######## bht_predictor ########
Fig. 1: bht_predictor, clock network drawn from the DEF
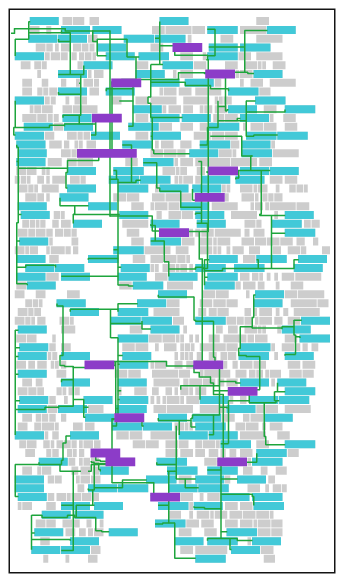

## src/rtl/bp_pkg.sv

```systemverilog
// Shared branch-predictor package.
//   clog2     : index width for a power-of-two table depth
//   ctr_init  : weakly-not-taken reset value for a counter of given width
//   BP_*      : default table geometry
package bp_pkg;

  localparam int BP_ENTRIES   = 64;
  localparam int BP_CTR_WIDTH = 2;
  localparam int BP_PC_LSB    = 2;

  function automatic int clog2(input int n);
    int r;
    int v;
    r = 0;
    v = n - 1;
    while (v > 0) begin
      r++;
      v = v >> 1;
    end
    return r;
  endfunction

  // 2^(width-1)-1: MSB clear, all lower bits set (0 for width 1).
  function automatic int ctr_init(input int width);
    return (1 << (width - 1)) - 1;
  endfunction

endpackage

```

## src/rtl/bp_sat_counter_next.sv

```systemverilog
// Next-value logic for one saturating up/down counter.
//   i_ctr   : current counter value
//   i_taken : 1 = count up (saturate at all-ones), 0 = count down (saturate at 0)
//   o_next  : value to write back
module bp_sat_counter_next #(
  parameter int CTR_WIDTH = 2
) (
  input  logic [CTR_WIDTH-1:0] i_ctr,
  input  logic                 i_taken,
  output logic [CTR_WIDTH-1:0] o_next
);

  localparam logic [CTR_WIDTH-1:0] ONE = CTR_WIDTH'(1);

  always_comb begin
    o_next = i_ctr;
    if (i_taken) begin
      if (i_ctr != '1) o_next = i_ctr + ONE;
    end else begin
      if (i_ctr != '0) o_next = i_ctr - ONE;
    end
  end

endmodule

```

## src/rtl/bht_predictor.sv

```systemverilog
// Branch history table: ENTRIES saturating counters indexed by PC.
// Lookup is combinational (read-before-write vs. a same-cycle update);
// the returned index travels with the instruction and comes back on update.
// Also keeps saturating branch / mispredict statistics.
//
// Optional feature: define BHT_GSHARE_EN to XOR a global history register
// into the lookup index (updates still use update_idx as supplied).
//
// Ports:
//   clk, rst           : clock, asynchronous active-low reset
//   lookup_pc          : PC of instruction in ID
//   lookup_taken       : prediction (counter MSB), combinational
//   lookup_idx         : table index used for this lookup
//   update_valid       : resolution strobe
//   update_is_branch   : gate; non-branches leave table and stats untouched
//   update_idx         : index returned at lookup time
//   update_taken       : resolved outcome
//   update_mispredict  : resolved prediction was wrong (stats only)
//   branch_count       : applied updates, saturating
//   mispredict_count   : mispredicted applied updates, saturating
module bht_predictor
  import bp_pkg::*;
#(
  parameter  int ENTRIES    = BP_ENTRIES,
  parameter  int CTR_WIDTH  = BP_CTR_WIDTH,
  parameter  int PC_LSB     = BP_PC_LSB,
  parameter  int STAT_WIDTH = 32,
  localparam int IDX_W      = clog2(ENTRIES)
) (
  input  logic                  clk,
  input  logic                  rst,
  input  logic [31:0]           lookup_pc,
  output logic                  lookup_taken,
  output logic [IDX_W-1:0]      lookup_idx,
  input  logic                  update_valid,
  input  logic                  update_is_branch,
  input  logic [IDX_W-1:0]      update_idx,
  input  logic                  update_taken,
  input  logic                  update_mispredict,
  output logic [STAT_WIDTH-1:0] branch_count,
  output logic [STAT_WIDTH-1:0] mispredict_count
);

  localparam logic [CTR_WIDTH-1:0]  CTR_INIT = CTR_WIDTH'(ctr_init(CTR_WIDTH));
  localparam logic [STAT_WIDTH-1:0] STAT_ONE = STAT_WIDTH'(1);

  logic [CTR_WIDTH-1:0] r_tbl [ENTRIES];
  logic [STAT_WIDTH-1:0] r_br_cnt;
  logic [STAT_WIDTH-1:0] r_mis_cnt;

  logic                 w_apply;
  logic [IDX_W-1:0]     w_pc_idx;
  logic [CTR_WIDTH-1:0] w_ctr_next;
  logic                 w_unused_pc;

  assign w_apply     = update_valid & update_is_branch;
  assign w_pc_idx    = lookup_pc[PC_LSB +: IDX_W];
  assign w_unused_pc = ^lookup_pc;

`ifdef BHT_GSHARE_EN
  logic [IDX_W-1:0] r_ghr;

  // Shift in the resolved outcome; the shift form also covers IDX_W == 1.
  always_ff @(posedge clk or negedge rst) begin
    if (!rst)         r_ghr <= '0;
    else if (w_apply) r_ghr <= (r_ghr << 1) | IDX_W'(update_taken);
  end

  assign lookup_idx = w_pc_idx ^ r_ghr;
`else
  assign lookup_idx = w_pc_idx;
`endif

  // Plain array read: a same-cycle update is not bypassed.
  assign lookup_taken = r_tbl[lookup_idx][CTR_WIDTH-1];

  bp_sat_counter_next #(.CTR_WIDTH(CTR_WIDTH)) u_ctr_next (
    .i_ctr   (r_tbl[update_idx]),
    .i_taken (update_taken),
    .o_next  (w_ctr_next)
  );

  always_ff @(posedge clk or negedge rst) begin
    if (!rst) begin
      for (int i = 0; i < ENTRIES; i++) r_tbl[i] <= CTR_INIT;
    end else if (w_apply) begin
      r_tbl[update_idx] <= w_ctr_next;
    end
  end

  always_ff @(posedge clk or negedge rst) begin
    if (!rst) begin
      r_br_cnt  <= '0;
      r_mis_cnt <= '0;
    end else if (w_apply) begin
      if (r_br_cnt != '1)                      r_br_cnt  <= r_br_cnt + STAT_ONE;
      if (update_mispredict && r_mis_cnt != '1) r_mis_cnt <= r_mis_cnt + STAT_ONE;
    end
  end

  assign branch_count     = r_br_cnt;
  assign mispredict_count = r_mis_cnt;

endmodule
```

## config.mk

```make
export PLATFORM = sky130hd
export DESIGN_NAME = bht_predictor
export DESIGN_NICKNAME = d
export VERILOG_FILES = /design/src/rtl/bp_pkg.sv /design/src/rtl/bp_sat_counter_next.sv /design/src/rtl/bht_predictor.sv
export SDC_FILE = /design/constraint.sdc
export NUM_CORES = 1
export LEC_CHECK = 0
export CORE_ASPECT_RATIO = 1.75
export CORE_UTILIZATION = 60
export CTS_CLUSTER_SIZE = 10
export DETAILED_ROUTE_END_ITERATION = 10
export DONT_BUFFER_PORTS = 1
export PLACE_DENSITY = 0.81
export SLEW_MARGIN = 5
export SYNTH_ARGS = -nofsm -noshare
export SYNTH_HDL_FRONTEND = slang
export SYNTH_HIERARCHICAL = 1
export SYNTH_SLANG_ARGS = --single-unit
export TNS_END_PERCENT = 20
```

## constraint.sdc

```tcl
create_clock -name clk -period 4.2 [get_ports clk]
set_clock_uncertainty 0.1 [all_clocks]
set_input_delay 0.84 -clock clk [delete_from_list [all_inputs] [get_ports clk]]
set_output_delay 0.84 -clock clk [all_outputs]
set_load 0.05 [all_outputs]
```

######## rptr_empty_w2r ########
<file path="src/rtl/rptr_empty_w2r.sv">
`default_nettype none
// ============================================================================
//  Module   : rptr_empty_w2r
//  Purpose  : Read-side pointer and status logic of an asynchronous FIFO.
//             Brings the Gray-coded write pointer into the read clock domain
//             through a two-flop synchronizer. Keeps the binary and Gray read
//             pointers. Produces registered empty, almost-empty and occupancy
//             status, plus a sticky underflow flag.
//
//  Ports    : rclk      - read clock; the only clock
//             rrst      - asynchronous active-high reset
//             rinc      - read request, sampled on the rising edge of rclk
//             wptr      - Gray write pointer from the write clock domain
//             raddr     - binary read address to the FIFO memory
//             rptr      - registered Gray read pointer, sent to the write domain
//             rq2_wptr  - write pointer after synchronization into rclk
//             rempty    - registered FIFO-empty flag
//             raempty   - registered almost-empty flag (count <= threshold)
//             rcount    - registered occupancy as seen from the read side
//             rerr      - sticky underflow flag (read attempted while empty)
//
//  Revision : 1.0 - initial release
// ============================================================================
module rptr_empty_w2r #(
    parameter int ADDRSIZE      = 4,
    parameter int AEMPTY_THRESH = 2
) (
    input  logic                rclk,
    input  logic                rrst,
    input  logic                rinc,
    input  logic [ADDRSIZE:0]   wptr,
    output logic [ADDRSIZE-1:0] raddr,
    output logic [ADDRSIZE:0]   rptr,
    output logic [ADDRSIZE:0]   rq2_wptr,
    output logic                rempty,
    output logic                raempty,
    output logic [ADDRSIZE:0]   rcount,
    output logic                rerr
);

    localparam logic [ADDRSIZE:0] c_aempty_thresh = (ADDRSIZE+1)'(AEMPTY_THRESH);

    logic [ADDRSIZE:0] r_rq1_wptr;
    logic [ADDRSIZE:0] r_rbin;

    logic              w_rd_en;
    logic [ADDRSIZE:0] w_rbinnext;
    logic [ADDRSIZE:0] w_rgraynext;
    logic [ADDRSIZE:0] w_rq2_wbin;
    logic [ADDRSIZE:0] w_rcount_next;

    // A read request is honoured only while the FIFO is not empty.
    assign w_rd_en     = rinc & ~rempty;
    assign w_rbinnext  = r_rbin + {{ADDRSIZE{1'b0}}, w_rd_en};
    assign w_rgraynext = (w_rbinnext >> 1) ^ w_rbinnext;

    // The address comes straight from the register, so it is valid in the
    // same cycle that rinc is presented.
    assign raddr = r_rbin[ADDRSIZE-1:0];

    // Gray to binary: each binary bit is the XOR of all Gray bits from the
    // MSB down to that position.
    for (genvar i = 0; i <= ADDRSIZE; i++) begin : g_gray2bin
        assign w_rq2_wbin[i] = ^rq2_wptr[ADDRSIZE:i];
    end

    // Occupancy is taken against the post-read pointer and the currently
    // synchronized write pointer. A write that is still in flight through
    // the synchronizer is not counted yet, so the status never overstates
    // how much data is available. Modulo arithmetic handles the wrap.
    assign w_rcount_next = w_rq2_wbin - w_rbinnext;

    always_ff @(posedge rclk or posedge rrst) begin
        if (rrst) begin
            r_rq1_wptr <= '0;
            rq2_wptr   <= '0;
            r_rbin     <= '0;
            rptr       <= '0;
            rempty     <= 1'b1;
            raempty    <= 1'b1;
            rcount     <= '0;
            rerr       <= 1'b0;
        end else begin
            // Plain two-flop synchronizer, no logic between the stages.
            r_rq1_wptr <= wptr;
            rq2_wptr   <= r_rq1_wptr;

            r_rbin     <= w_rbinnext;
            rptr       <= w_rgraynext;

            rempty     <= (w_rgraynext == rq2_wptr);
            rcount     <= w_rcount_next;
            raempty    <= (w_rcount_next <= c_aempty_thresh);

            if (rinc && rempty) begin
                rerr <= 1'b1;
            end
        end
    end

endmodule
`default_nettype wire

</file>
<file path="config.mk">
export PLATFORM = sky130hd
export DESIGN_NAME = rptr_empty_w2r
export DESIGN_NICKNAME = d
export VERILOG_FILES = /design/src/rtl/rptr_empty_w2r.sv
export SDC_FILE = /design/constraint.sdc
export NUM_CORES = 1
export LEC_CHECK = 0
export CORE_ASPECT_RATIO = 1.4
export CORE_MARGIN = 5
export CORE_UTILIZATION = 44
export CTS_CLUSTER_SIZE = 24
export DETAILED_ROUTE_END_ITERATION = 12
export GPL_ROUTABILITY_DRIVEN = 0
export PLACE_DENSITY = 0.81
export SLEW_MARGIN = 20
export SYNTH_ARGS = -nofsm -noshare
export SYNTH_HDL_FRONTEND = slang
export SYNTH_SLANG_ARGS = --single-unit
</file>
<file path="constraint.sdc">
create_clock -name rclk -period 2.75 [get_ports rclk]
set_input_delay 0.275 -clock rclk [delete_from_list [all_inputs] [get_ports rclk]]
set_output_delay 0.275 -clock rclk [all_outputs]
set_load 0.05 [all_outputs]
</file>
######## regfile_wb_arbiter ########
===== src/rtl/regfile_pkg.sv =====
// Shared constants for the register-file write path: register number and data
// widths, register count, default starvation limit and the hard-wired zero register.
package regfile_pkg;
    localparam int AW             = 5;
    localparam int DW             = 32;
    localparam int NREG           = 2 ** AW;
    localparam int STARVE_MAX_DEF = 4;
    localparam logic [AW-1:0] REG_ZERO = '0;
endpackage


===== src/rtl/dec_5to32.sv =====
// Enabled 5-to-32 one-hot decoder: drives a single bit for sel when en is high.
module dec_5to32
    import regfile_pkg::*;
(
    input  logic [AW-1:0]   sel,
    input  logic            en,
    output logic [NREG-1:0] dout
);

    // One-hot expansion of sel, all zeros when disabled.
    always_comb begin
        dout = '0;
        if (en) begin
            dout[sel] = 1'b1;
        end
    end

endmodule


===== src/rtl/wb_grant_sel.sv =====
// Writeback grant selector: picks one winner among valid requesters.
// A requester whose age has reached the starvation limit beats plain
// fixed priority; ties at either level go to the lowest index.
module wb_grant_sel #(
    parameter int NREQ  = 3,
    parameter int AGE_W = 3
) (
    input  logic [NREQ-1:0]       valid,
    input  logic [NREQ*AGE_W-1:0] age,
    input  logic [AGE_W-1:0]      starve_max,
    output logic [NREQ-1:0]       grant
);

    logic starved;
    logic picked;

    // Starved requesters first, then plain lowest-index priority.
    always_comb begin
        grant   = '0;
        starved = 1'b0;
        picked  = 1'b0;
        for (int i = 0; i < NREQ; i++) begin
            if (!starved && valid[i] && (age[i*AGE_W +: AGE_W] == starve_max)) begin
                grant[i] = 1'b1;
                starved  = 1'b1;
            end
        end
        if (!starved) begin
            for (int i = 0; i < NREQ; i++) begin
                if (!picked && valid[i]) begin
                    grant[i] = 1'b1;
                    picked   = 1'b1;
                end
            end
        end
    end

endmodule


===== src/rtl/regfile_wb_arbiter.sv =====
// Register-file writeback arbiter: shares the single write port between NREQ
// requesters with fixed priority plus starvation relief, registers the winning
// (wn, wd, we) triple and tracks outstanding writes per register for hazard checks.
module regfile_wb_arbiter
    import regfile_pkg::*;
#(
    parameter int NREQ       = 3,
    parameter int STARVE_MAX = STARVE_MAX_DEF
) (
    input  logic               clk,
    input  logic               clrn,
    input  logic [NREQ-1:0]    req_valid,
    output logic [NREQ-1:0]    req_ready,
    input  logic [NREQ*AW-1:0] req_rn,
    input  logic [NREQ*DW-1:0] req_data,
    input  logic               rsv_valid,
    input  logic [AW-1:0]      rsv_rn,
    output logic [AW-1:0]      wn,
    output logic [DW-1:0]      wd,
    output logic               we,
    output logic [NREG-1:0]    busy,
    output logic               sb_err
);

    localparam int AGE_W = $clog2(STARVE_MAX + 1);
    localparam logic [AGE_W-1:0] AGE_MAX = AGE_W'(STARVE_MAX);

    logic [AGE_W-1:0]      age [NREQ];
    logic [NREQ*AGE_W-1:0] age_flat;
    logic [NREQ-1:0]       grant;
    logic                  xfer;
    logic                  xfer_wr;
    logic [AW-1:0]         xfer_rn;
    logic [DW-1:0]         xfer_data;
    logic                  rsv_en;
    logic [NREG-1:0]       set_vec;
    logic [NREG-1:0]       clr_vec;
    logic [1:0]            cnt     [NREG];
    logic [1:0]            cnt_nxt [NREG];
    logic                  err_nxt;

    // Saturating age increment, holding at the starvation limit.
    function automatic logic [AGE_W-1:0] age_inc(input logic [AGE_W-1:0] a);
        return (a >= AGE_MAX) ? AGE_MAX : a + 1'b1;
    endfunction

    // Flatten the age counters for the grant selector.
    always_comb begin
        age_flat = '0;
        for (int i = 0; i < NREQ; i++) begin
            age_flat[i*AGE_W +: AGE_W] = age[i];
        end
    end

    wb_grant_sel #(
        .NREQ  (NREQ),
        .AGE_W (AGE_W)
    ) u_grant_sel (
        .valid      (req_valid),
        .age        (age_flat),
        .starve_max (AGE_MAX),
        .grant      (grant)
    );

    // No grants while reset is held, even with requests pending.
    assign req_ready = grant & {NREQ{clrn}};
    assign xfer      = |req_ready;

    // Route the winning requester's register number and data.
    always_comb begin
        xfer_rn   = '0;
        xfer_data = '0;
        for (int i = 0; i < NREQ; i++) begin
            if (req_ready[i]) begin
                xfer_rn   = req_rn[i*AW +: AW];
                xfer_data = req_data[i*DW +: DW];
            end
        end
    end

    // r0 is hard-wired: writes to it are accepted but never reach the port or scoreboard.
    assign xfer_wr = xfer && (xfer_rn != REG_ZERO);
    assign rsv_en  = rsv_valid && (rsv_rn != REG_ZERO);

    dec_5to32 u_set_dec (
        .sel  (rsv_rn),
        .en   (rsv_en),
        .dout (set_vec)
    );

    dec_5to32 u_clr_dec (
        .sel  (xfer_rn),
        .en   (xfer_wr),
        .dout (clr_vec)
    );

    // Per-requester age: count lost arbitrations, clear on grant or idle.
    always_ff @(posedge clk or negedge clrn) begin
        if (!clrn) begin
            for (int i = 0; i < NREQ; i++) begin
                age[i] <= '0;
            end
        end else begin
            for (int i = 0; i < NREQ; i++) begin
                if (req_ready[i] || !req_valid[i]) begin
                    age[i] <= '0;
                end else begin
                    age[i] <= age_inc(age[i]);
                end
            end
        end
    end

    // Registered write port; wn/wd hold when nothing is written.
    always_ff @(posedge clk or negedge clrn) begin
        if (!clrn) begin
            we <= 1'b0;
            wn <= '0;
            wd <= '0;
        end else begin
            we <= xfer_wr;
            if (xfer_wr) begin
                wn <= xfer_rn;
                wd <= xfer_data;
            end
        end
    end

    // Next scoreboard counts: reserve increments, retire decrements, both cancel.
    always_comb begin
        err_nxt = 1'b0;
        for (int r = 0; r < NREG; r++) begin
            cnt_nxt[r] = cnt[r];
            case ({set_vec[r], clr_vec[r]})
                2'b10: begin
                    if (cnt[r] == 2'd3) err_nxt = 1'b1;
                    else                cnt_nxt[r] = cnt[r] + 2'd1;
                end
                2'b01: begin
                    if (cnt[r] == 2'd0) err_nxt = 1'b1;
                    else                cnt_nxt[r] = cnt[r] - 2'd1;
                end
                default: ;
            endcase
        end
    end

    // Scoreboard counters and the sticky error flag.
    always_ff @(posedge clk or negedge clrn) begin
        if (!clrn) begin
            for (int r = 0; r < NREG; r++) begin
                cnt[r] <= 2'd0;
            end
            sb_err <= 1'b0;
        end else begin
            for (int r = 0; r < NREG; r++) begin
                cnt[r] <= cnt_nxt[r];
            end
            sb_err <= sb_err | err_nxt;
        end
    end

    // A register is busy while any write to it is outstanding.
    always_comb begin
        busy = '0;
        for (int r = 0; r < NREG; r++) begin
            busy[r] = (cnt[r] != 2'd0);
        end
    end

endmodule


===== config.mk =====
export PLATFORM = sky130hd
export DESIGN_NAME = regfile_wb_arbiter
export DESIGN_NICKNAME = d
export VERILOG_FILES = /design/src/rtl/regfile_pkg.sv /design/src/rtl/dec_5to32.sv /design/src/rtl/wb_grant_sel.sv /design/src/rtl/regfile_wb_arbiter.sv
export SDC_FILE = /design/constraint.sdc
export NUM_CORES = 1
export LEC_CHECK = 0
export ABC_AREA = 1
export CAP_MARGIN = 20
export CORE_UTILIZATION = 40
export CTS_CLUSTER_DIAMETER = 120
export CTS_CLUSTER_SIZE = 25
export DETAILED_ROUTE_END_ITERATION = 12
export HOLD_SLACK_MARGIN = 0.12
export PLACE_DENSITY = 0.73
export SYNTH_ARGS = -nofsm -noshare
export SYNTH_HDL_FRONTEND = slang
export SYNTH_HIERARCHICAL = 1
export SYNTH_SLANG_ARGS = --single-unit

===== constraint.sdc =====
create_clock -name clk -period 6.4 [get_ports clk]
set_clock_uncertainty 0.15 [all_clocks]
set_input_delay 0.96 -clock clk [delete_from_list [all_inputs] [get_ports clk]]
set_output_delay 0.96 -clock clk [all_outputs]
set_load 0.02 [all_outputs]

######## step_pulse_gen ########
**config.mk**
```make
export PLATFORM = sky130hd
export DESIGN_NAME = step_pulse_gen
export DESIGN_NICKNAME = d
export VERILOG_FILES = /design/src/rtl/step_pulse_gen.sv
export SDC_FILE = /design/constraint.sdc
export NUM_CORES = 1
export LEC_CHECK = 0
export CAP_MARGIN = 25
export CORE_ASPECT_RATIO = 0.9
export CORE_UTILIZATION = 45
export CTS_CLUSTER_DIAMETER = 50
export DETAILED_ROUTE_END_ITERATION = 8
export SKIP_CTS_REPAIR_TIMING = 1
export SLEW_MARGIN = 20
export SYNTH_ARGS = -nofsm -noshare
export SYNTH_HDL_FRONTEND = slang
export SYNTH_SLANG_ARGS = --single-unit
```
**constraint.sdc**
```tcl
create_clock -name clk -period 4.6 [get_ports clk]
set_clock_uncertainty 0.2 [all_clocks]
set_input_delay 0.46 -clock clk [delete_from_list [all_inputs] [get_ports clk]]
set_output_delay 0.46 -clock clk [all_outputs]
set_load 0.01 [all_outputs]
```
**src/rtl/step_pulse_gen.sv**
```systemverilog
// step_pulse_gen
//   Step-pulse generator for the pedometer datapath. It emits evenly spaced
//   single-cycle step pulses at a per-second rate. The rate comes either from
//   a fixed mode (walk/jog/run) or from a programmable multi-segment profile
//   (hybrid). A phase accumulator gives exact rates without derived clocks.
//   The block also counts steps and elapsed seconds, and stretches each pulse
//   for an LED.
//
// Ports
//   clk          system clock
//   reset        asynchronous active-low reset
//   start        run enable; low = idle and clear
//   mode         00 walk, 01 jog, 10 run, 11 hybrid profile
//   prof_we      profile table write strobe
//   prof_addr    profile table index
//   prof_rate    segment rate, pulses per second
//   prof_dur     segment duration in seconds; 0 marks end of profile
//   step_pulse   one-cycle pulse per step
//   light_out    step_pulse stretched to LED_CYC cycles
//   step_count   steps since start rose, saturating
//   sec_count    whole seconds since start rose, saturating
//   cur_rate     rate currently applied
//   profile_done hybrid profile exhausted
//   cnt_sat      a step arrived while step_count was already all-ones
//
// State table
//   state     | meaning
//   S_IDLE    | waiting for start; all run state held clear
//   S_FIXED   | running at a constant mode rate
//   S_PROFILE | running through profile segments
//   S_DONE    | profile exhausted; rate 0; counts frozen
module step_pulse_gen #(
   parameter int CLK_HZ     = 100_000_000,
   parameter int RATE_W     = 8,
   parameter int CNT_W      = 16,
   parameter int SEC_W      = 9,
   parameter int PROF_DEPTH = 16,
   parameter int WALK_RATE  = 32,
   parameter int JOG_RATE   = 64,
   parameter int RUN_RATE   = 128,
   parameter int LED_CYC    = CLK_HZ / 100
) (
   input  logic                          clk,
   input  logic                          reset,
   input  logic                          start,
   input  logic [1:0]                    mode,
   input  logic                          prof_we,
   input  logic [$clog2(PROF_DEPTH)-1:0] prof_addr,
   input  logic [RATE_W-1:0]             prof_rate,
   input  logic [SEC_W-1:0]              prof_dur,
   output logic                          step_pulse,
   output logic                          light_out,
   output logic [CNT_W-1:0]              step_count,
   output logic [SEC_W-1:0]              sec_count,
   output logic [RATE_W-1:0]             cur_rate,
   output logic                          profile_done,
   output logic                          cnt_sat
);

   localparam int IDX_W  = $clog2(PROF_DEPTH);
   localparam int SIDX_W = IDX_W + 1;
   localparam int ACC_W  = $clog2(CLK_HZ + 2**RATE_W);
   localparam int DIV_W  = $clog2(CLK_HZ);
   localparam int LED_W  = $clog2(LED_CYC + 1);

   localparam logic [ACC_W-1:0]  CLK_HZ_A  = ACC_W'(CLK_HZ);
   localparam logic [DIV_W-1:0]  DIV_LAST  = DIV_W'(CLK_HZ - 1);
   localparam logic [LED_W-1:0]  LED_LOAD  = LED_W'(LED_CYC);
   localparam logic [SIDX_W-1:0] DEPTH_S   = SIDX_W'(PROF_DEPTH);

   typedef enum logic [1:0] {
      S_IDLE    = 2'd0,
      S_FIXED   = 2'd1,
      S_PROFILE = 2'd2,
      S_DONE    = 2'd3
   } state_t;

   state_t state, state_nx;

   logic [RATE_W-1:0] tab_rate [PROF_DEPTH];
   logic [SEC_W-1:0]  tab_dur  [PROF_DEPTH];

   logic [ACC_W-1:0]  acc;
   logic [ACC_W-1:0]  sum;
   logic              wrap;
   logic [DIV_W-1:0]  div;
   logic              sec_tick;
   logic [SEC_W-1:0]  seg_left;
   logic [SIDX_W-1:0] seg_idx;
   logic [SIDX_W-1:0] ld_idx;
   logic [RATE_W-1:0] ld_rate;
   logic [SEC_W-1:0]  ld_dur;
   logic [RATE_W-1:0] fixed_rate;
   logic [LED_W-1:0]  led_cnt;
   logic              run_en;
   logic              prof_act;
   logic              done_o;

   // Profile table: writable at any time; run logic only ever reads it at a
   // segment load, so the segment currently in use never changes underneath.
   always_ff @(posedge clk or negedge reset) begin
      if (!reset) begin
         for (int i = 0; i < PROF_DEPTH; i++) begin
            tab_rate[i] <= '0;
            tab_dur[i]  <= '0;
         end
      end else if (prof_we) begin
         tab_rate[prof_addr] <= prof_rate;
         tab_dur[prof_addr]  <= prof_dur;
      end
   end

   // Segment fetch. An index past the table, or a zero duration, reads back
   // as an end marker with rate 0. This keeps the accumulator phase unchanged
   // for the single cycle before DONE.
   always_comb begin
      ld_idx  = (state == S_IDLE) ? '0 : seg_idx;
      ld_rate = '0;
      ld_dur  = '0;
      if (ld_idx < DEPTH_S) begin
         ld_dur = tab_dur[ld_idx[IDX_W-1:0]];
         if (ld_dur != '0) begin
            ld_rate = tab_rate[ld_idx[IDX_W-1:0]];
         end
      end
   end

   always_comb begin
      case (mode)
         2'b00:   fixed_rate = RATE_W'(WALK_RATE);
         2'b01:   fixed_rate = RATE_W'(JOG_RATE);
         2'b10:   fixed_rate = RATE_W'(RUN_RATE);
         default: fixed_rate = '0;
      endcase
   end

   // FSM: state register
   always_ff @(posedge clk or negedge reset) begin
      if (!reset) begin
         state <= S_IDLE;
      end else begin
         state <= state_nx;
      end
   end

   // FSM: next state
   always_comb begin
      state_nx = state;
      case (state)
         S_IDLE: begin
            if (start) begin
               state_nx = (mode == 2'b11) ? S_PROFILE : S_FIXED;
            end
         end
         S_FIXED:   state_nx = S_FIXED;
         S_PROFILE: begin
            // seg_left reaches 0 only when an end marker was captured.
            if (seg_left == '0) begin
               state_nx = S_DONE;
            end
         end
         S_DONE:    state_nx = S_DONE;
         default:   state_nx = S_IDLE;
      endcase
      if (!start) begin
         state_nx = S_IDLE;
      end
   end

   // FSM: outputs
   always_comb begin
      run_en   = 1'b0;
      prof_act = 1'b0;
      done_o   = 1'b0;
      case (state)
         S_FIXED:   run_en = 1'b1;
         S_PROFILE: begin
            run_en   = 1'b1;
            prof_act = 1'b1;
         end
         S_DONE:    done_o = 1'b1;
         default:   ;
      endcase
   end

   assign profile_done = done_o;
   assign light_out    = (led_cnt != '0);

   assign sum      = acc + ACC_W'(cur_rate);
   assign wrap     = (sum >= CLK_HZ_A);
   assign sec_tick = run_en && (div == DIV_LAST);

   always_ff @(posedge clk or negedge reset) begin
      if (!reset) begin
         acc        <= '0;
         div        <= '0;
         seg_left   <= '0;
         seg_idx    <= '0;
         led_cnt    <= '0;
         step_pulse <= 1'b0;
         step_count <= '0;
         sec_count  <= '0;
         cur_rate   <= '0;
         cnt_sat    <= 1'b0;
      end else if (!start) begin
         acc        <= '0;
         div        <= '0;
         seg_left   <= '0;
         seg_idx    <= '0;
         led_cnt    <= '0;
         step_pulse <= 1'b0;
         step_count <= '0;
         sec_count  <= '0;
         cur_rate   <= '0;
         cnt_sat    <= 1'b0;
      end else begin
         step_pulse <= 1'b0;

         // Entry: mode is sampled only here, so later mode changes are ignored.
         if (state == S_IDLE) begin
            if (mode == 2'b11) begin
               cur_rate <= ld_rate;
               seg_left <= ld_dur;
               seg_idx  <= ld_idx + 1'b1;
            end else begin
               cur_rate <= fixed_rate;
            end
         end

         if (run_en) begin
            div <= sec_tick ? '0 : div + 1'b1;
            if (sec_tick && (sec_count != '1)) begin
               sec_count <= sec_count + 1'b1;
            end
            if (wrap) begin
               acc        <= sum - CLK_HZ_A;
               step_pulse <= 1'b1;
               // cnt_sat flags the first step that could not be counted.
               if (step_count == '1) begin
                  cnt_sat <= 1'b1;
               end else begin
                  step_count <= step_count + 1'b1;
               end
            end else begin
               acc <= sum;
            end
         end

         // The tick that drains a segment loads the next one on the same edge.
         // acc is left alone, so the new rate continues the existing phase.
         if (prof_act && sec_tick && (seg_left != '0)) begin
            if (seg_left == SEC_W'(1)) begin
               cur_rate <= ld_rate;
               seg_left <= ld_dur;
               seg_idx  <= ld_idx + 1'b1;
            end else begin
               seg_left <= seg_left - 1'b1;
            end
         end

         if (state == S_DONE) begin
            cur_rate <= '0;
         end

         if (step_pulse) begin
            led_cnt <= LED_LOAD;
         end else if (led_cnt != '0) begin
            led_cnt <= led_cnt - 1'b1;
         end
      end
   end

endmodule

```

==> screenshots <==
I/O pins on the die edge.
Pins as bars across the die edge, other pins in gray.
Plate I
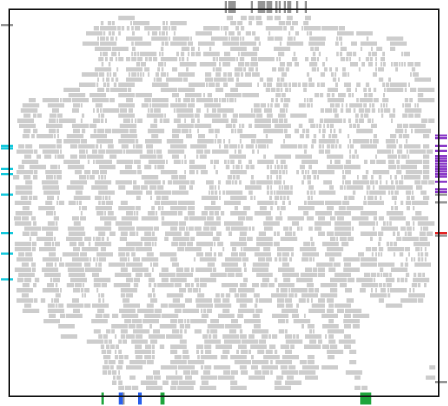
Plate II
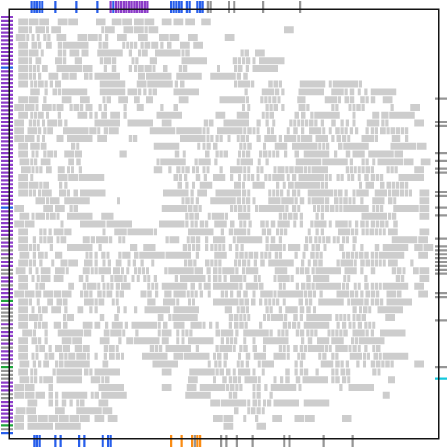
Plate III
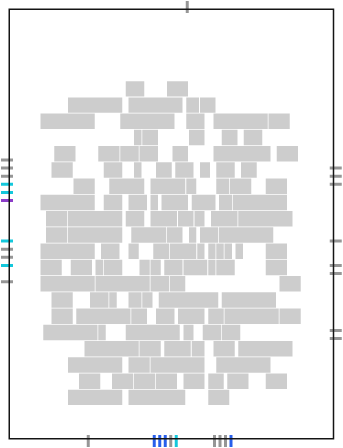
Plate IV
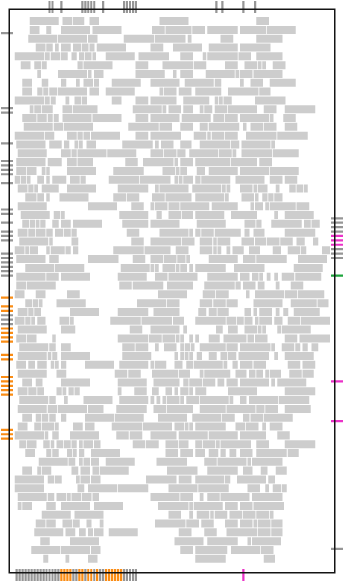
Of these, fewest pins: Plate III
Of these, most pins: Plate II
Plate III is rptr_empty_w2r.
Plate II is regfile_wb_arbiter.
Plate IV is bht_predictor.
Plate I is step_pulse_gen.

Fig. 2: step_pulse_gen, wires at chosen ports, followed through buffers
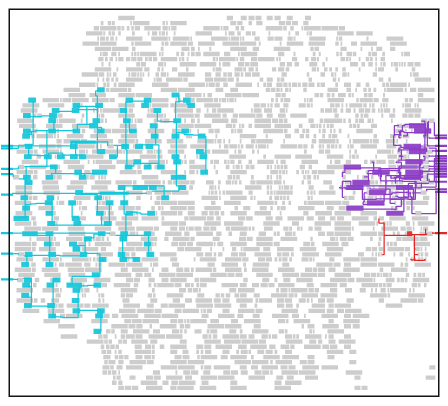
color	port	bits	direction	edge	end cells	buffers	wire
cyan	prof_rate	8	input	left	128	8	1320 µm
red	light_out	1	output	right	1	1	76.1 µm
purple	step_count	16	output	right	16	16	813 µm
# IOs: 64
PortBufs: 63

==> reports/qor.csv, step_pulse_gen <==
stage,metric,value,unit
floorplanning,Core Rows,73,
finish,fraction of area in multi-input gates,0.4264,
critical_path,FF-to-FF Start,cur_rate[7]$_DFF_PN0_,
final_timing,RSZ-0062 raised after global routing,false,
critical_path,type of the worst setup path,flip-flop to flip-flop,
finish,FFs & Latches,397,
clock_tree,CTS tree,done,
critical_path,Critical Path End Type,flip-flop,
grt,vias in the first global route,14950,
yosys,ys cells,1894,
final_timing,Max Slew Vio Count,0,
final_timing,worst hold margin,0.2133,ns
final_timing,Final Critical Period,4.234,ns
finish,Commonest Layout Cell,dfrtp_1,
run_status,outcome,"complete, no violations",
final_timing,Final period util,0.9204,
finish,Final #Nets,1977,
finish,Flop area,9938,µm²
critical_path,r2r setup slk,0.37,ns
critical_path,Critical Path Sink,acc[11]$_DFFE_PN0P_,
detailed_routing,WL met3,2.244,mm
yosys,Post-synth top cells,"dfrtp_1, mux2_2, nand2_1",
critical_path,Worst setup SP type,flip-flop,
yosys,ys flops,397,
detailed_routing,max layer used,met5,
floorplanning,Tapcell Cnt,600,
placement,Routability Congestion,0.8813,
finish,clkbuf count,69,
yosys,dominant kind of combinational cell,multiplexers,
placement,placed instance area,21780,µm²
detailed_routing,M1 WL,24.42,mm
critical_path,crit path DRT,4.90,ns
finish,Non-clock inverters,32,
clock_tree,clock latency (worst-skew pair),0.60,ns
finish,fillers,3993,
final_timing,Slew headroom,0.3614,
grt,total track usage,0.2354,
placement,dpl hpwl,32.95,mm
detailed_routing,Detail Route Antenna Nets,0,
final_timing,Highest Clock Rate,0.2362,GHz
==> step_pulse_gen: flip-flops by register name, summed over array words and instances (netlist names) <==
signal,count
seg_left,9
step_count,16
cur_rate,8
tab_dur,144
step_pulse,1
seg_idx,5
div,27
sec_count,9
state,2
cnt_sat,1
tab_rate,128
led_cnt,20
acc,27
==> step_pulse_gen: worst min path at each step <==
stage	from	cells past startpoint	endpoint	slack (ns)
after floorplan	reset	0	acc[0]$_DFFE_PN0P_	-0.04
after global placement	tab_dur[135]$_DFFE_PN0P_	1	tab_dur[135]$_DFFE_PN0P_	0.28
after detailed placement	tab_dur[135]$_DFFE_PN0P_	1	tab_dur[135]$_DFFE_PN0P_	0.28
after CTS	reset	1	tab_dur[111]$_DFFE_PN0P_	-0.25
after global routing	start	4	div[1]$_DFFE_PN0P_	0.23
final	start	4	div[1]$_DFFE_PN0P_	0.21
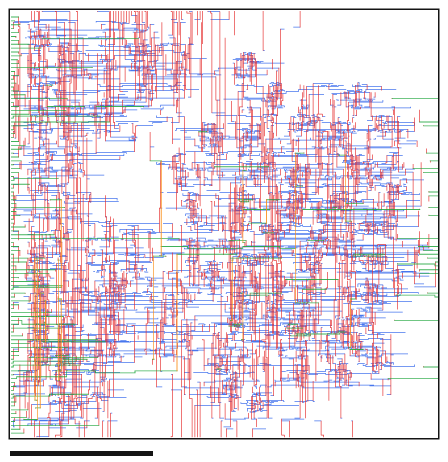
Fig. 3. Signal wires by layer (regfile_wb_arbiter).
Bar = 50 µm.
color	layer	wire length
red	met2	11100 µm
green	met3	1490 µm
orange	met4	531 µm
blue	met1	10300 µm

==> reports/qor.csv, regfile_wb_arbiter <==
stage,metric,value,unit
run_status,outcome,"complete, no violations",
floorplanning,core area,21220,µm²
finish,largest registers,"cnt (64), wd (32), age (9)",
placement,Routability Congestion,0.8491,
grt,GR peak layer,met2,
finish,Commonest Layout Cell,nand2_1,
hold_path,worst hold stages,2,
placement,PortBufs,195,
detailed_routing,met2 WL,11.09,mm
critical_path,crit path buf inv count,4,
placement,Cells after DPL,1780,
yosys,MUX share of area,0,
finish,n_diodes,0,
yosys,dominant kind of combinational cell,simple AND/OR/NAND/NOR gates,
clock_tree,clk slew on worst S/H paths,0.09,ns
placement,dpl hpwl,18.14,mm
grt,first-pass GRT wire length,37.13,mm
critical_path,r2r setup slk,2.20,ns
yosys,yosys warning tally,6,
final_timing,Slew headroom,0.4250,
detailed_routing,drt pass-1 iters,5,
grt,GRT Residual Overflow,0,
finish,Largest register FFs,64,
final_timing,Setup WS post-layout,1.546,ns
detailed_routing,Detail Route Antenna Nets,0,
finish,clkbuf count,9,
detailed_routing,Vias/cell,4.835,
yosys,xor/xnor share,0.009036,
[regfile_wb_arbiter: cell usage after synthesis]
master	instances	area share
nand2_1	348	0.15
inv_1	258	0.11
nor2_1	139	0.060
o21ai_0	139	0.080
dfrtp_1	112	0.32
nand3_1	79	0.045
ha_1	70	0.10
o22ai_1	34	0.024
o21bai_1	33	0.028
a21oi_1	24	0.014
buf_2	15	0.0086
nor3_1	6	0.0034
clkbuf_1	5	0.0022
nand2_2	5	0.0036
xor2_1	5	0.0050
buf_4	4	0.0034
buf_6	4	0.0052
inv_2	4	0.0017
o21ai_1	4	0.0023
xnor2_1	4	0.0040
nand4_1	3	0.0022
nor2_2	3	0.0022
nor3b_1	3	0.0026
o21a_1	3	0.0026
buf_1	2	0.00086
conb_1	2	0.00086
nand3_2	2	0.0023
o31ai_1	2	0.0017
or2_1	2	0.0014
a21o_1	1	0.00086
a21oi_2	1	0.0010
clkinv_1	1	0.00043
nand2_4	1	0.0013
nand4_2	1	0.0014
nor2_4	1	0.0013
o21bai_2	1	0.0013
o41ai_1	1	0.0010
or2_0	1	0.00072
or2_2	1	0.00072
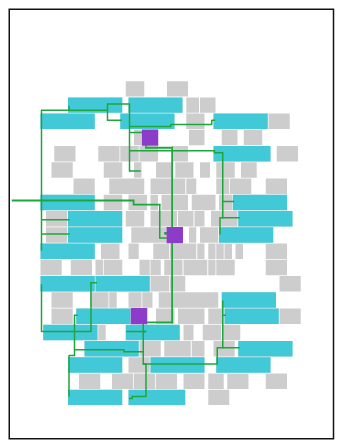
Fig. 4. Clock network drawn from the DEF (rptr_empty_w2r).
[green] clock wires | length: 297 µm
[cyan] flip-flops | count: 27
[purple] cells driving clock nets | count: 3
routed clock nets	4

==> reports/qor.csv, rptr_empty_w2r <==
stage,metric,value,unit
run_status,outcome,"complete, no violations",
yosys,"EDFF count, synth",0,
grt,largest net degree at the start of global routing,28,
clock_tree,Hold Buf Count CTS,0,
grt,GRT Residual Overflow,0,
floorplanning,chip area,3876,µm²
floorplanning,core area,2615,µm²
finish,bufs w/o clock,36,
yosys,ys flops,27,
detailed_routing,DRC,0,
yosys,mapped cell area,1196,µm²
final_timing,Final Critical Period,2.478,ns
detailed_routing,routed len/inst,12.75,µm
flow_run,Max Cap Viol,0,
final_timing,worst hold margin,0.3250,ns
finish,FFs & Latches,27,
detailed_routing,max layer used,met4,
final_timing,Final period util,0.9010,
clock_tree,clock buffer depth,2,
finish,clk tree area frac,0.01636,
placement,dpl hpwl,1.690,mm
detailed_routing,drt pass-1 iters,3,
critical_path,FF-to-FF Start,rempty$_DFF_PP1_,
yosys,Main synth FF type,dfrtp_1,
clock_tree,clock latency (worst-skew pair),0.33,ns
final_timing,Setup Viol. Count Final,0,
yosys,Post-synth seq share,0.5669,
floorplanning,Tapcell Cnt,36,
final_timing,Setup TNS,0,ns
critical_path,crit path max fanout,4,
yosys,YS chip area,1196,µm²
placement,PortBufs,29,
clock_tree,CTS tree,done,
yosys,syn avg cell area,13.14,µm²
finish,cell type taking the most area,registers,
yosys,ys cells,91,
finish,n_diodes,0,
finish,Flop area,678.2,µm²
finish,Final #Nets,145,
## rptr_empty_w2r: state kept, by name, summed over array words and instances, names as in the netlist
name / count
r_rq1_wptr: 5
rptr: 4
rcount: 5
rerr: 1
rempty: 1
rq2_wptr: 5
r_rbin: 5
raempty: 1
## rptr_empty_w2r: cells by family after synthesis
| logic type | share of synthesized area |
|---|---|
| xor gates and xnor gates | 0.2103 |
| muxes | 0.008369 |
| adders and majority gates | 0.07217 |
| and+or+nand+nor | 0.07217 |
| AOI/OAI and AO/OA | 0.04184 |
| DFF | 0.5669 |
| buffers and inverters | 0.02824 |
## rptr_empty_w2r: layer usage
layer / track usage / up-vias
li1: - / 372
met1: 0.1438 / 356
met2: 0.2318 / 24
met3: 0.02703 / 5
met4: 0.05817 / 0
met5: 0 / -
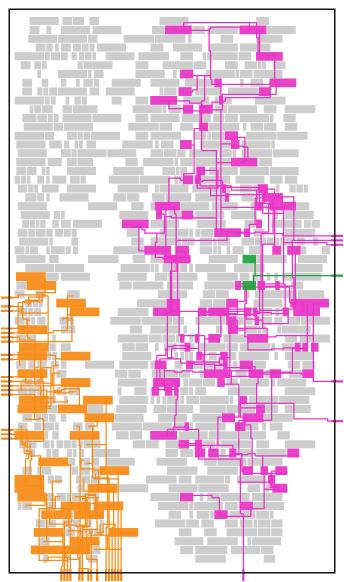
Fig. 5. Wires at chosen ports, followed through buffers (bht_predictor).
color	port	bits	direction	edge	end cells	buffers	wire
green	update_taken	1	input	right	2	0	34.7 µm
orange	branch_count	32	output	17 left, 15 bottom	32	0	1220 µm
magenta	update_idx	6	input	5 right, 1 bottom	110	0	2020 µm

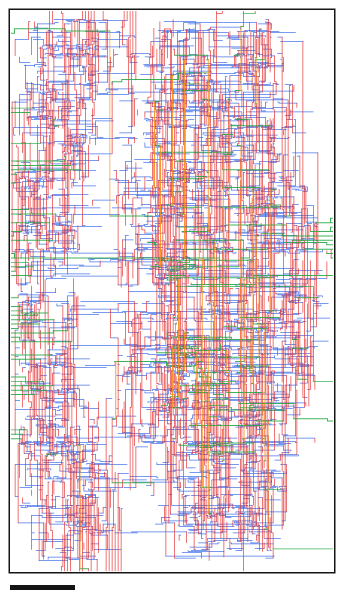
Fig. 6. Signal wires by layer (bht_predictor).
Bar = 20 µm.
color	layer	wire length
red	met2	13100 µm
green	met3	1480 µm
blue	met1	8640 µm
orange	met4	1310 µm
via count: 6873
WL final: 24.54 mm
routed len/inst: 23.53 µm
total track usage: 0.3012

## Picture notes: Fig. 1
[green] clock wires | length: 2200 µm
[cyan] flip-flops | count: 192
[purple] cells driving clock nets | count: 17
flops lie	all over the die
routed clock nets	18

==> reports/qor.csv, bht_predictor <==
stage,metric,value,unit
final_timing,Final period util,0.8048,
yosys,MUX share of area,0.2553,
yosys,ys flops,192,
yosys,leading area contributor after synthesis,dfrtp_1,
yosys,cells after synthesis,835,
yosys,Synth Area in Compound Gates,0.03539,
run_status,outcome,"complete, no violations",
detailed_routing,DRC,0,
placement,Cells after DPL,1007,
finish,Comb gates,583,
yosys,"EDFF count, synth",0,
finish,sequential share of cell area,0.4547,
yosys,Top area cell types,"dfrtp_1, dfstp_2, mux2_2, mux4_2, xnor2_1",
finish,FFs & Latches,192,
yosys,syn avg cell area,12.07,µm²
finish,bufs w/o clock,7,
critical_path,crit path buf inv count,1,
detailed_routing,initial drt markers,489,
yosys,Post-synth seq share,0.4848,
finish,fillers,1249,
detailed_routing,Vias/cell,6.590,
finish,Area Growth Syn to Fin,6.620,%
grt,largest net degree at the start of global routing,124,
yosys,Post-synth top cells,"mux2_2, dfrtp_1, nor2_1",
finish,Flop area,4885,µm²
yosys,ys cells,835,
clock_tree,Hold Buf Count CTS,4,
critical_path,CP max-delay cell,maj3_2,
yosys,Top-area cell share,0.3179,
critical_path,r2r endpoint,r_tbl[4]$_DFFE_PN1P_,
flow_run,tool warnings,54,
finish,Commonest Layout Cell,mux2_2,
yosys,YS chip area,10070,µm²
critical_path,R2R depth,8,
finish,Non-clock inverters,5,
critical_path,r2r setup slk,0.90,ns
yosys,xor/xnor share,0.05129,
finish,share of cells above drive strength 1,0.3516,
critical_path,crit path DAT,3.64,ns
## bht_predictor: metrics by stage
stage               cell area, µm²  hold slack [ns]  utilization  setup WS [ns]
floorplan                    10070           0.3905            -         0.6385
global placement             10130           0.4008       0.6159         0.5995
detailed placement           10130           0.4168       0.6159         0.5009
CTS                          10740         0.002503       0.6532         0.9282
global route                 10740          0.01290       0.6532         0.7875
finish                       10740          0.03470       0.6532         0.8199
## bht_predictor: layer usage
metal / up-vias / part of all wire
met5: - / 0
met4: 0 / 0.053
met3: 96 / 0.060
met2: 311 / 0.53
met1: 3487 / 0.35
li1: 2979 / -
## bht_predictor: logic make-up (layout without fill, tap and decap cells)
logic type / after synthesis / after routing
AND/OR/NAND/NOR: 271 / 271
multiplexers: 199 / 199
flip-flops: 192 / 192
buffers and inverters: 60 / 44
XOR/XNOR: 59 / 59
AND-OR/OR-AND: 50 / 50
adder cells (fa/ha/maj): 4 / 4
## bht_predictor: sequential cells by signal (all words and copies together), names as in the netlist
name and count:
r_tbl 128, branch_count 32, mispredict_count 32


## Gallery

Cell placement.
image #1
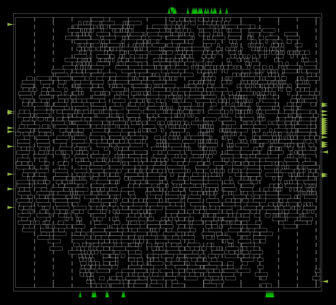
image #2
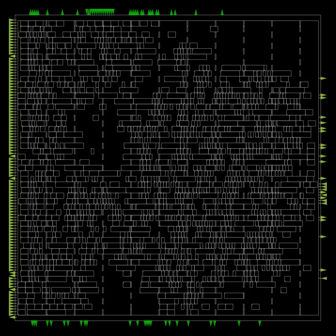
image #3
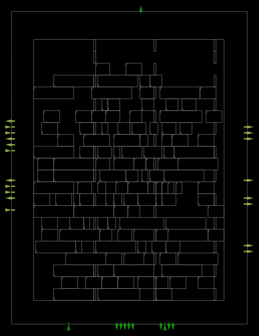
image #4
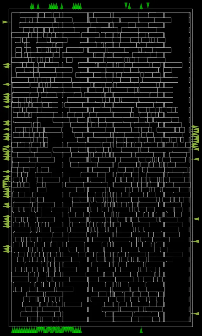
Image #4 is bht_predictor.
Image #2 is regfile_wb_arbiter.
Image #3 is rptr_empty_w2r.
Image #1 is step_pulse_gen.
The one with the fewest cells is image #3.

